=== if_id_stall_unit ===
if_id_stall_unit/pins.png
Scale: 3 px per um. Pins as bars across the die edge, other pins in gray.
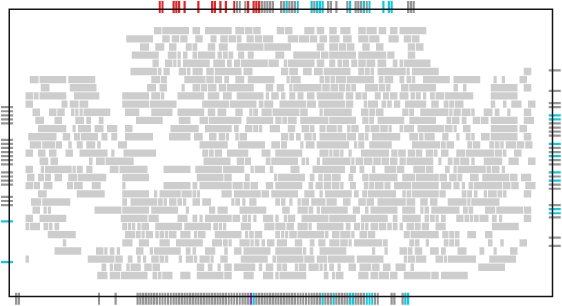

[src/rtl/if_id_stall_unit.sv]
// PC register and IF/ID pipeline register with load-use stall, branch redirect/flush,
// and saturating stall/flush counters for performance debug.
module if_id_stall_unit #(
    parameter logic [31:0] RESET_PC = 32'h00000000,
    parameter logic [31:0] NOP_INST = 32'h00000000,
    parameter int          CNT_W    = 16
) (
    input  logic             CLK,
    input  logic             RST_N,
    input  logic             Hazard,
    input  logic             BranchTaken,
    input  logic [31:0]      BranchTarget,
    input  logic [31:0]      IMemInst,
    output logic [31:0]      PC,
    output logic [31:0]      IF_IDInst,
    output logic [31:0]      IF_IDPC4,
    output logic             IF_IDValid,
    output logic             ID_EXBubble,
    output logic [CNT_W-1:0] StallCount,
    output logic [CNT_W-1:0] FlushCount
);

    logic [31:0]      pc_q, pc_d;
    logic [31:0]      inst_q, inst_d;
    logic [31:0]      pc4_q, pc4_d;
    logic             valid_q, valid_d;
    logic [CNT_W-1:0] stall_cnt_q, stall_cnt_d;
    logic [CNT_W-1:0] flush_cnt_q, flush_cnt_d;
    logic [31:0]      pc_plus4;

    // 32-bit modulo add: 0xFFFFFFFC wraps to 0
    assign pc_plus4 = pc_q + 32'd4;

    always_comb begin
        pc_d        = pc_q;
        inst_d      = inst_q;
        pc4_d       = pc4_q;
        valid_d     = valid_q;
        stall_cnt_d = stall_cnt_q;
        flush_cnt_d = flush_cnt_q;

        if (Hazard) begin
            // Branch operands are not ready during a load-use stall; branch is re-evaluated next cycle
            if (stall_cnt_q != {CNT_W{1'b1}}) begin
                stall_cnt_d = stall_cnt_q + 1'b1;
            end
        end else if (BranchTaken) begin
            pc_d    = {BranchTarget[31:2], 2'b00};
            inst_d  = NOP_INST;
            pc4_d   = 32'h0;
            valid_d = 1'b0;
            if (flush_cnt_q != {CNT_W{1'b1}}) begin
                flush_cnt_d = flush_cnt_q + 1'b1;
            end
        end else begin
            pc_d    = pc_plus4;
            inst_d  = IMemInst;
            pc4_d   = pc_plus4;
            valid_d = 1'b1;
        end
    end

    always_ff @(posedge CLK or negedge RST_N) begin
        if (!RST_N) begin
            pc_q        <= RESET_PC;
            inst_q      <= NOP_INST;
            pc4_q       <= 32'h0;
            valid_q     <= 1'b0;
            stall_cnt_q <= '0;
            flush_cnt_q <= '0;
        end else begin
            pc_q        <= pc_d;
            inst_q      <= inst_d;
            pc4_q       <= pc4_d;
            valid_q     <= valid_d;
            stall_cnt_q <= stall_cnt_d;
            flush_cnt_q <= flush_cnt_d;
        end
    end

    assign PC          = pc_q;
    assign IF_IDInst   = inst_q;
    assign IF_IDPC4    = pc4_q;
    assign IF_IDValid  = valid_q;
    assign ID_EXBubble = Hazard;
    assign StallCount  = stall_cnt_q;
    assign FlushCount  = flush_cnt_q;

endmodule

[config.mk]
export PLATFORM = sky130hd
export DESIGN_NAME = if_id_stall_unit
export DESIGN_NICKNAME = d
export VERILOG_FILES = /design/src/rtl/if_id_stall_unit.sv
export SDC_FILE = /design/constraint.sdc
export NUM_CORES = 1
export LEC_CHECK = 0
export CORE_ASPECT_RATIO = 0.5
export CORE_MARGIN = 5
export CORE_UTILIZATION = 42
export DETAILED_ROUTE_END_ITERATION = 7
export PLACE_DENSITY = 0.77
export SLEW_MARGIN = 30
export SYNTH_ARGS = -nofsm -noshare
export SYNTH_HDL_FRONTEND = slang
export SYNTH_SLANG_ARGS = --single-unit
[constraint.sdc]
create_clock -name CLK -period 1.8 [get_ports CLK]
set_input_delay 0.36 -clock CLK [delete_from_list [all_inputs] [get_ports CLK]]
set_output_delay 0.36 -clock CLK [all_outputs]
set_load 0.05 [all_outputs]
=== mfp_hr_beat_window ===
[src/rtl/mfp_hr_beat_window.sv]
`default_nettype none
// ============================================================================
// Module   : mfp_hr_beat_window
// Purpose  : Counts debounced heartbeat pulses over a fixed window and
//            publishes beat count and BPM to the CPU-side status word.
// Revision : 1.0 - initial release
// ============================================================================
module mfp_hr_beat_window #(
    parameter int CLK_FREQ_HZ    = 50000000,
    parameter int WINDOW_SEC     = 6,
    parameter int REFRACT_CYCLES = 10000000
) (
    input  logic        HCLK,
    input  logic        HRESET,
    input  logic        beat_in,
    input  logic        cpu_cnt_reset,
    output logic [31:0] time_is_up,
    output logic        window_tick
);

    localparam int c_WIN_CYCLES = CLK_FREQ_HZ * WINDOW_SEC;
    localparam int c_TW         = (c_WIN_CYCLES > 1) ? $clog2(c_WIN_CYCLES) : 1;
    localparam int c_RW         = (REFRACT_CYCLES > 1) ? $clog2(REFRACT_CYCLES) : 1;
    localparam logic [c_TW-1:0] c_WIN_LAST     = c_TW'(c_WIN_CYCLES - 1);
    localparam logic [c_RW-1:0] c_REFRACT_LOAD = c_RW'(REFRACT_CYCLES - 1);
    localparam logic [5:0]      c_SCALE        = 6'(60 / WINDOW_SEC);

    localparam logic [0:0] ST_ARMED   = 1'b0;
    localparam logic [0:0] ST_REFRACT = 1'b1;

    logic            r_sync1, r_sync2, r_sync3, r_rise;
    logic            r_ack_d;
    logic [0:0]      r_state, w_state_next;
    logic [c_RW-1:0] r_refract, w_refract_next;
    logic            w_inc;
    logic [15:0]     r_live, w_cnt_inc;
    logic [c_TW-1:0] r_timer;
    logic            w_tick;
    logic            w_ack_rise;
    logic [21:0]     w_bpm_full;
    logic [13:0]     w_bpm;
    logic            r_ready, r_overrun;
    logic [13:0]     r_bpm;
    logic [15:0]     r_count;

    // Two-flop synchronizer, a delayed copy for edge detect, and a registered
    // rise pulse so a sampled transition reaches the counter three cycles later.
    always_ff @(posedge HCLK or posedge HRESET) begin
        if (HRESET) begin
            r_sync1 <= 1'b0;
            r_sync2 <= 1'b0;
            r_sync3 <= 1'b0;
            r_rise  <= 1'b0;
            r_ack_d <= 1'b0;
        end else begin
            r_sync1 <= beat_in;
            r_sync2 <= r_sync1;
            r_sync3 <= r_sync2;
            r_rise  <= r_sync2 & ~r_sync3;
            r_ack_d <= cpu_cnt_reset;
        end
    end

    assign w_ack_rise = cpu_cnt_reset & ~r_ack_d;

    always_ff @(posedge HCLK or posedge HRESET) begin
        if (HRESET) begin
            r_state   <= ST_ARMED;
            r_refract <= '0;
        end else begin
            r_state   <= w_state_next;
            r_refract <= w_refract_next;
        end
    end

    always_comb begin
        w_state_next   = r_state;
        w_refract_next = r_refract;
        w_inc          = 1'b0;
        case (r_state)
            ST_ARMED: begin
                if (r_rise) begin
                    w_inc          = 1'b1;
                    w_state_next   = ST_REFRACT;
                    w_refract_next = c_REFRACT_LOAD;
                end
            end
            ST_REFRACT: begin
                if (r_refract == '0) begin
                    w_state_next = ST_ARMED;
                end else begin
                    w_refract_next = r_refract - 1'b1;
                end
            end
        endcase
    end

    assign w_cnt_inc = (w_inc && (r_live != 16'hFFFF)) ? r_live + 16'd1 : r_live;
    assign w_tick    = (r_timer == c_WIN_LAST);

    // A beat counted on the terminal cycle belongs to the closing window.
    always_ff @(posedge HCLK or posedge HRESET) begin
        if (HRESET) begin
            r_timer <= '0;
            r_live  <= '0;
        end else begin
            r_timer <= w_tick ? '0 : r_timer + 1'b1;
            r_live  <= w_tick ? '0 : w_cnt_inc;
        end
    end

    // Constant-coefficient multiply as a sum of shifted copies of the count.
    always_comb begin
        w_bpm_full = '0;
        for (int i = 0; i < 6; i++) begin
            if (c_SCALE[i]) begin
                w_bpm_full = w_bpm_full + ({6'd0, w_cnt_inc} << i);
            end
        end
    end

    assign w_bpm = (w_bpm_full > 22'd16383) ? 14'h3FFF : w_bpm_full[13:0];

    // Publish outranks acknowledge; a coincident ack marks the prior result as read.
    always_ff @(posedge HCLK or posedge HRESET) begin
        if (HRESET) begin
            r_ready   <= 1'b0;
            r_overrun <= 1'b0;
            r_bpm     <= '0;
            r_count   <= '0;
        end else if (w_tick) begin
            r_ready   <= 1'b1;
            r_overrun <= w_ack_rise ? 1'b0 : (r_overrun | r_ready);
            r_bpm     <= w_bpm;
            r_count   <= w_cnt_inc;
        end else if (w_ack_rise) begin
            r_ready   <= 1'b0;
            r_overrun <= 1'b0;
        end
    end

    assign time_is_up  = {r_ready, r_overrun, r_bpm, r_count};
    assign window_tick = w_tick;

endmodule
`default_nettype wire
[config.mk]
export PLATFORM = sky130hd
export DESIGN_NAME = mfp_hr_beat_window
export DESIGN_NICKNAME = d
export VERILOG_FILES = /design/src/rtl/mfp_hr_beat_window.sv
export SDC_FILE = /design/constraint.sdc
export NUM_CORES = 1
export LEC_CHECK = 0
export ABC_AREA = 1
export CAP_MARGIN = 0
export CORE_MARGIN = 4
export CORE_UTILIZATION = 40
export DETAILED_ROUTE_END_ITERATION = 12
export SYNTH_ARGS = -nofsm -noshare
export SYNTH_HDL_FRONTEND = slang
export SYNTH_SLANG_ARGS = --single-unit
[constraint.sdc]
create_clock -name HCLK -period 4.6 [get_ports HCLK]
set_input_delay 0.46 -clock HCLK [delete_from_list [all_inputs] [get_ports HCLK]]
set_output_delay 0.46 -clock HCLK [all_outputs]
set_load 0.02 [all_outputs]
=== sipo_feeder ===
$ cat src/rtl/sipo_feeder.sv
// -----------------------------------------------------------------------------
// sipo_feeder
//   Sits in front of a free-running SIPO shift register, which shifts every
//   clock and has no load enable. Words arrive on an irregular valid/ready
//   stream and are buffered in a FIFO. Words are only released as gap-free
//   bursts of exactly FRAME words, so the SIPO parallel output holds one
//   complete, aligned frame. frame_valid marks the single cycle in which
//   that frame is present on the SIPO p_out.
//
// Ports
//   clk          in   rising-edge clock
//   rst          in   synchronous active-high reset (highest priority)
//   in_data      in   upstream word
//   in_valid     in   upstream word valid
//   in_ready     out  FIFO can accept a word this cycle (from registered count)
//   hold         in   downstream stall; only blocks the launch of a new burst
//   s_out        out  serial word to the SIPO input, registered (0 when idle)
//   s_active     out  s_out carries a burst word this cycle, registered
//   frame_valid  out  SIPO p_out holds a complete frame this cycle, registered
//   fifo_count   out  FIFO occupancy, registered
// -----------------------------------------------------------------------------
module sipo_feeder #(
  parameter int WORD_W = 32,
  parameter int FRAME  = 4,
  parameter int DEPTH  = 2 * FRAME,
  parameter int CNT_W  = $clog2(DEPTH + 1)
) (
  input  logic              clk,
  input  logic              rst,
  input  logic [WORD_W-1:0] in_data,
  input  logic              in_valid,
  output logic              in_ready,
  input  logic              hold,
  output logic [WORD_W-1:0] s_out,
  output logic              s_active,
  output logic              frame_valid,
  output logic [CNT_W-1:0]  fifo_count
);

  localparam int PTR_W = (DEPTH > 1) ? $clog2(DEPTH) : 1;
  localparam int K_W   = (FRAME > 1) ? $clog2(FRAME) : 1;

  localparam logic [CNT_W-1:0] DEPTH_C  = CNT_W'(DEPTH);
  localparam logic [CNT_W-1:0] FRAME_C  = CNT_W'(FRAME);
  localparam logic [PTR_W-1:0] PTR_LAST = PTR_W'(DEPTH - 1);
  localparam logic [K_W-1:0]   K_LAST   = K_W'(FRAME - 1);

  typedef enum logic {
    ST_IDLE  = 1'b0,
    ST_BURST = 1'b1
  } state_t;

  state_t            r_state;
  state_t            w_state_nxt;
  logic [K_W-1:0]    r_k;
  logic [K_W-1:0]    w_k_nxt;

  logic [WORD_W-1:0] r_mem [DEPTH];
  logic [PTR_W-1:0]  r_wr_ptr;
  logic [PTR_W-1:0]  r_rd_ptr;
  logic [CNT_W-1:0]  r_count;
  logic [CNT_W-1:0]  w_count_nxt;

  logic              w_in_ready;
  logic              w_push;
  logic              w_pop;
  logic              w_last_pop;

  logic [WORD_W-1:0] r_s_out;
  logic              r_s_active;
  logic              r_last_pop_d;
  logic              r_frame_valid;

  // Circular pointer advance; DEPTH need not be a power of two.
  function automatic logic [PTR_W-1:0] ptr_inc(input logic [PTR_W-1:0] ptr);
    if (ptr == PTR_LAST) begin
      ptr_inc = {PTR_W{1'b0}};
    end else begin
      ptr_inc = ptr + PTR_W'(1);
    end
  endfunction

  // A pop in the same cycle never frees a slot: ready looks only at the
  // registered occupancy.
  assign w_in_ready = (r_count < DEPTH_C);
  assign w_push     = in_valid && w_in_ready;

  // Burst control: launch only with a full frame resident and no hold; once
  // started, a burst runs to completion regardless of hold because the SIPO
  // cannot pause.
  always_comb begin
    w_state_nxt = r_state;
    w_k_nxt     = r_k;
    w_pop       = 1'b0;
    case (r_state)
      ST_IDLE:  w_pop = (r_count >= FRAME_C) && !hold;
      ST_BURST: w_pop = 1'b1;
      default:  w_pop = 1'b0;
    endcase
    if (w_pop) begin
      if (r_k == K_LAST) begin
        w_state_nxt = ST_IDLE;
        w_k_nxt     = {K_W{1'b0}};
      end else begin
        w_state_nxt = ST_BURST;
        w_k_nxt     = r_k + K_W'(1);
      end
    end else begin
      w_state_nxt = r_state;
      w_k_nxt     = r_k;
    end
  end

  assign w_last_pop = w_pop && (r_k == K_LAST);

  // Occupancy update: simultaneous push and pop cancel out.
  always_comb begin
    w_count_nxt = r_count;
    case ({w_push, w_pop})
      2'b10:   w_count_nxt = r_count + CNT_W'(1);
      2'b01:   w_count_nxt = r_count - CNT_W'(1);
      default: w_count_nxt = r_count;
    endcase
  end

  // Burst state register.
  always_ff @(posedge clk) begin
    if (rst) begin
      r_state <= ST_IDLE;
      r_k     <= {K_W{1'b0}};
    end else begin
      r_state <= w_state_nxt;
      r_k     <= w_k_nxt;
    end
  end

  // FIFO pointers and occupancy; reset empties the FIFO.
  always_ff @(posedge clk) begin
    if (rst) begin
      r_wr_ptr <= {PTR_W{1'b0}};
      r_rd_ptr <= {PTR_W{1'b0}};
      r_count  <= {CNT_W{1'b0}};
    end else begin
      if (w_push) begin
        r_wr_ptr <= ptr_inc(r_wr_ptr);
      end
      if (w_pop) begin
        r_rd_ptr <= ptr_inc(r_rd_ptr);
      end
      r_count <= w_count_nxt;
    end
  end

  // FIFO storage; contents are don't-care outside the pointer window.
  always_ff @(posedge clk) begin
    if (w_push) begin
      r_mem[r_wr_ptr] <= in_data;
    end
  end

  // Serial output stage. frame_valid trails the last pop by two cycles: one
  // for s_out registration, one for the SIPO to capture the final word.
  // Reset clears the pipeline so an aborted burst never signals a frame.
  always_ff @(posedge clk) begin
    if (rst) begin
      r_s_out       <= {WORD_W{1'b0}};
      r_s_active    <= 1'b0;
      r_last_pop_d  <= 1'b0;
      r_frame_valid <= 1'b0;
    end else begin
      r_s_out       <= w_pop ? r_mem[r_rd_ptr] : {WORD_W{1'b0}};
      r_s_active    <= w_pop;
      r_last_pop_d  <= w_last_pop;
      r_frame_valid <= r_last_pop_d;
    end
  end

  assign in_ready    = w_in_ready;
  assign s_out       = r_s_out;
  assign s_active    = r_s_active;
  assign frame_valid = r_frame_valid;
  assign fifo_count  = r_count;

endmodule

$ cat config.mk
export PLATFORM = sky130hd
export DESIGN_NAME = sipo_feeder
export DESIGN_NICKNAME = d
export VERILOG_FILES = /design/src/rtl/sipo_feeder.sv
export SDC_FILE = /design/constraint.sdc
export NUM_CORES = 1
export LEC_CHECK = 0
export ABC_AREA = 0
export CAP_MARGIN = 10
export CORE_MARGIN = 2
export CORE_UTILIZATION = 55
export CTS_BUF_LIST = sky130_fd_sc_hd__clkbuf_4
export CTS_CLUSTER_SIZE = 40
export DETAILED_ROUTE_END_ITERATION = 12
export PLACE_DENSITY_LB_ADDON = 0.3
export SLEW_MARGIN = 20
export SYNTH_ARGS = -nofsm -noshare
export SYNTH_HDL_FRONTEND = slang
export SYNTH_SLANG_ARGS = --single-unit
$ cat constraint.sdc
create_clock -name clk -period 7.46 [get_ports clk]
set_input_delay 0.746 -clock clk [delete_from_list [all_inputs] [get_ports clk]]
set_output_delay 0.746 -clock clk [all_outputs]
set_load 0.01 [all_outputs]
mfp_hr_beat_window/final_clocks.png
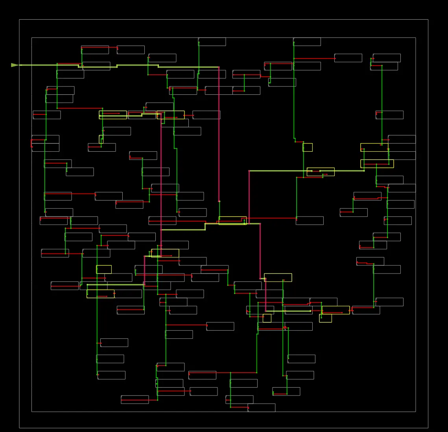
clock network power: 0.810 mW
Sinks on Clock Net: 107

mfp_hr_beat_window/gate_families.png
Scale: 3 px per um.
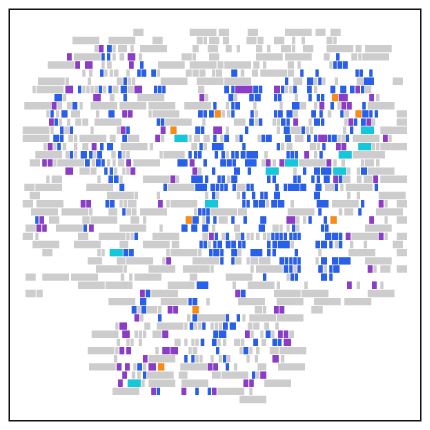
legend:
  adder and majority cells:
    color: cyan
    cells: 10
    most_used: ha_1
  AND and OR gates:
    color: orange
    cells: 8
    most_used: or2_2
  NAND gates:
    color: blue
    cells: 321
    most_used: nand2_1
  inverting AOI/OAI gates:
    color: purple
    cells: 99
    most_used: a21oi_1
    where: all over the die
Finished Layout Cells: 1,156
Commonest Layout Cell: nand2_1
Comb/total area: 44.4%

==> flow_summary.json, mfp_hr_beat_window <==
{
  "status": "finished, final reports clean",
  "initCoreUtil_pct": 41.2,
  "dpl.hpwl_um": 11200,
  "gr-usage-met1_pct": 23.7,
  "ff_type": "dfrtp_1",
  "routed.top_layer": "met4",
  "relSlewSlack_pct": 48.5,
  "coreArea_sq_um": 16100,
  "wl_per_cell_um": 13.0,
  "setup_violations": 0,
  "p_int_mw": 1.97,
  "clk_share_pct": 4.03,
  "wl_met2_um": 6810,
  "worst_pin_slew_ps": 772,
  "n_all_buffers": 41,
  "syn2layout_area_growth_pct": 12.6,
  "grt_max_degree": 41,
  "placement.io_buffers": 36,
  "clkTransAtPathRegs_ps": 80,
  "maxPowerGroup": "combinational cells",
  "worstHoldPathCells": 0,
  "p_leak_nw": 3.59,
  "power.density_nw_per_um2": 467
}
## mfp_hr_beat_window: flip-flops by register name, summed over array words and instances, names as in the netlist
name	flops
r_ready	1
r_refract	24
r_state	1
r_ack_d	1
r_timer	29
r_count	16
r_sync3	1
r_overrun	1
r_sync2	1
r_bpm	14
r_rise	1
r_sync1	1
r_live	16
## mfp_hr_beat_window: through the flow
step                hold slack, ps  instance area [sq um]  power [mW]  utilization [%]  worst slack [ps]
finish                         351                   7460        3.48             46.4               544
global route                   376                   7460        3.79             46.4              96.2
CTS                            353                   7460        3.52             46.4               490
detailed placement             336                   7160        2.69             44.6               482
global placement               336                   7160        2.68             44.6               623
floorplan                      331                   6620        2.39                -              1070
## mfp_hr_beat_window: worst register-to-register path: stages (launching register included)
cell	delay, ps
dfrtp_1	450
ha_1	280
nand2_1	110
nor2_2	60
nand2_2	100
inv_2	60
nand2_4	110
nand2_4	150
or2_2	330
nor2_1	110
nand4_1	100
xor2_1	270
inv_1	120
ha_1	360
nand2_1	90
nor3_1	220
and2_1	170
nand2_2	60
nand3_1	60
nand2_1	70
nor2_2	80
nand3_2	300
nand2_1	230
nand2_1	60
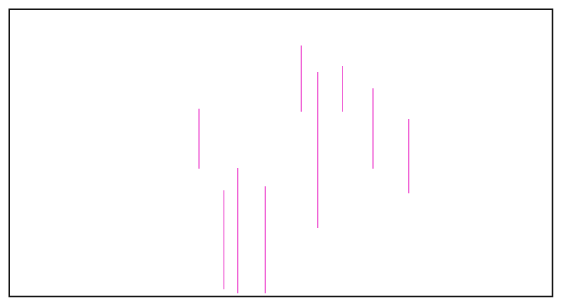
if_id_stall_unit/met4.png
Scale: 3 px per um.
nets with wire on the layer: 7
main direction: vertical
wire length on this layer: 269 um
share of all routed wire: 1.5%
via count: 5,687
Detailed Route WL: 18,100 um

Notes on if_id_stall_unit/pins.png above:
legend:
  PC:
    color: cyan
    pins: 32
    direction: output
    edge: 12 north, 10 south, 8 east, 2 west
  ID_EXBubble:
    color: purple
    pins: 1
    direction: output
    edge: south
  StallCount:
    color: red
    pins: 16
    direction: output
    edge: north
PortBufs: 193
die width: 181 um
Die Span Y: 95.3 um

==> flow_summary.json, if_id_stall_unit <==
{
  "status": "finished, final reports clean",
  "sh_seq_area_pct": 35.2,
  "placed_cell_area_sq_um": 8320,
  "clk_share_pct": 7.14,
  "cts_buffers": 17,
  "cp-end-kind": "register",
  "setup.worst_path.start": "PC[3]$_DFFE_PN0N_",
  "mostFrequentLayoutCell": "buf_4",
  "post_cts_buffers": 2,
  "ff_type": "dfrtp_1",
  "wl_met2_um": 9230,
  "nWellTaps": 198,
  "async_flop_share_pct": 100,
  "numSynthFlops": 126,
  "route.detailed.drc": 0,
  "maxPowerGroup": "clock"
}
==> if_id_stall_unit: registers in the layout (all words and copies together), names as in the netlist <==
| signal | flops |
|---|---|
| IF_IDPC4 | 31 |
| StallCount | 16 |
| IF_IDValid | 1 |
| IF_IDInst | 32 |
| PC | 30 |
| FlushCount | 16 |
==> if_id_stall_unit: layer usage <==
metal,vias up,global-route usage (%)
met5,-,0
met4,0,6.10
met3,23,4.57
met2,181,36.4
met1,2774,26.2
li1,2709,-
==> if_id_stall_unit: worst max-delay path: cells and delay by family, from the launching register on <==
family                     cells  cell delay, ps
AOI/OAI and AO/OA              1             180
xor gates and xnor gates       1             210
adders and majority gates      1             180
buffers and inverters          1             180
DFF                            1             430
and+or+nand+nor                3             430
==> if_id_stall_unit: stage by stage <==
stage	total power [mW]	cells
2_1_floorplan	5.81	646
3_3_place_gp	6.99	1036
3_5_place_dp	7.06	1036
4_1_cts	10.9	1071
5_1_grt	11.3	1077
6_report	10.9	1077
sipo_feeder/gate_families.png
Scale: 2 px per um.
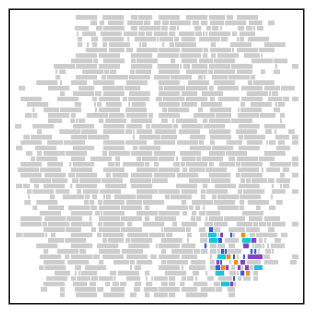
legend:
  inverting AOI/OAI gates:
    color: purple
    cells: 10
    most_used: a21oi_1
    where: south-east
  NAND gates:
    color: blue
    cells: 14
    most_used: nand2_1
    where: south-east
  AND and OR gates:
    color: orange
    cells: 5
    most_used: or3_1
    where: south-east
  adder and majority cells:
    color: cyan
    cells: 7
    most_used: ha_1
    where: south-east
Commonest Layout Cell: edfxtp_1
Finished Layout Cells: 1,013
Comb/total area: 18.1%

sipo_feeder/pins.png
Scale: 2 px per um. Pins as bars across the die edge, other pins in gray.
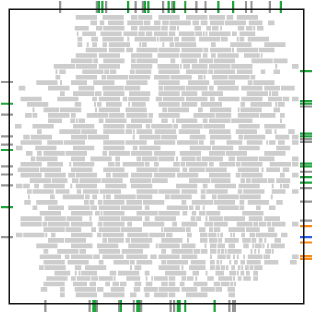
legend:
  rst:
    color: blue
    pins: 1
    direction: input
    edge: east
  fifo_count:
    color: orange
    pins: 4
    direction: output
    edge: east
  s_out:
    color: green
    pins: 32
    direction: output
    edge: 11 north, 9 east, 9 south, 3 west
all pins by edge: 23 north, 21 east, 20 south, 11 west
Die Span Y: 147 um
PortBufs: 74
die width: 147 um

==> flow_summary.json, sipo_feeder <==
{
  "status": "finished, final reports clean",
  "worstPathArrival_ps": 3130,
  "critPathBufInv": 1,
  "cp-end-kind": "register",
  "rr_startpoint": "r_rd_ptr[0]$_SDFFE_PP0P_",
  "synth.largest_area_cell": "edfxtp_1",
  "endpoint": "fifo_count[2]$_SDFFE_PP0P_",
  "finalClockPeriodUsage_pct": 34.7,
  "coreArea_sq_um": 20100,
  "synthMuxAreaShare_pct": 16.4,
  "ys_cells": 534,
  "cpLargestDelayFamily": "adder cells",
  "worst_pin_slew_ps": 1070,
  "setup_tns_ps": 0,
  "worstHoldPathCells": 1,
  "setup_slack_ps": 4870,
  "grtUsageMet3_pct": 5.47,
  "syn2layout_area_growth_pct": 19.6,
  "pin_count": 75,
  "power.density_nw_per_um2": 322,
  "cp_common_cell": "ha_1",
  "ant_nets": 0
}
sipo_feeder: sequential cells by signal, summed over array words and instances (netlist names):
name	cells
frame_valid	1
r_rd_ptr	3
r_wr_ptr	3
s_out	32
s_active	1
fifo_count	4
r_k	2
r_state	1
r_mem	256
r_last_pop_d	1
sipo_feeder: power breakdown:
part	internal, mW	switching (mW)	leakage (nW)	total [mW]
sequential	2.00	0.103	2.72	2.10
combinational	0.401	0.366	1.04	0.767
clock	0.788	0.637	0.612	1.42
sipo_feeder: worst register-to-register path, stage by stage, from the launching register on:
cell	delay, ps
dfxtp_4	780
buf_4	680
mux4_2	660
mux2i_1	210
nor2_1	50
sipo_feeder: final cells by class:
type | count | area, sq um
Clock buffer | 117 | 878
Timing Repair Buffer | 89 | 886
Sequential cell | 304 | 8660
Inverter | 5 | 21.3
Fill cell | 1316 | 6750
Tap cell | 270 | 338
Multi-Input combinational cell | 201 | 2420
Antenna cell | 1 | 2.50
Clock inverter | 26 | 150
sipo_feeder: through the flow:
step	area, sq um	cells
2_1_floorplan	11200	534
6_report	13400	1013
4_1_cts	13300	1010
3_3_place_gp	12300	867
3_5_place_dp	12300	867
5_1_grt	13400	1013


## Gallery

Wiring by layer.
Scale: 2 px per um. Only two layers are drawn.
panel A
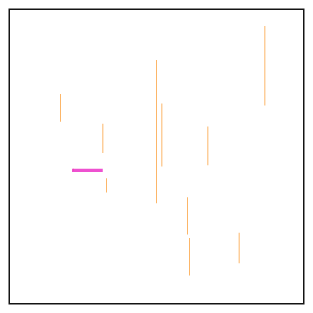
panel B
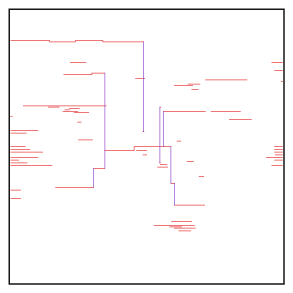
panel C
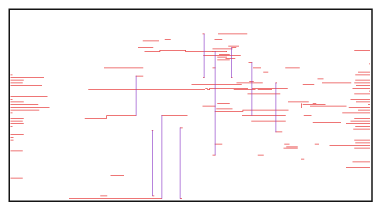
The one with the least wire is panel B.
panel C -> if_id_stall_unit
panel B -> mfp_hr_beat_window
panel A -> sipo_feeder

Key to panel A:
legend:
  met4:
    color: orange
    wire_length: 248 um
  met5:
    color: magenta
    wire_length: 13.8 um

No activity file was given, so power comes from the tool's default toggle rates.
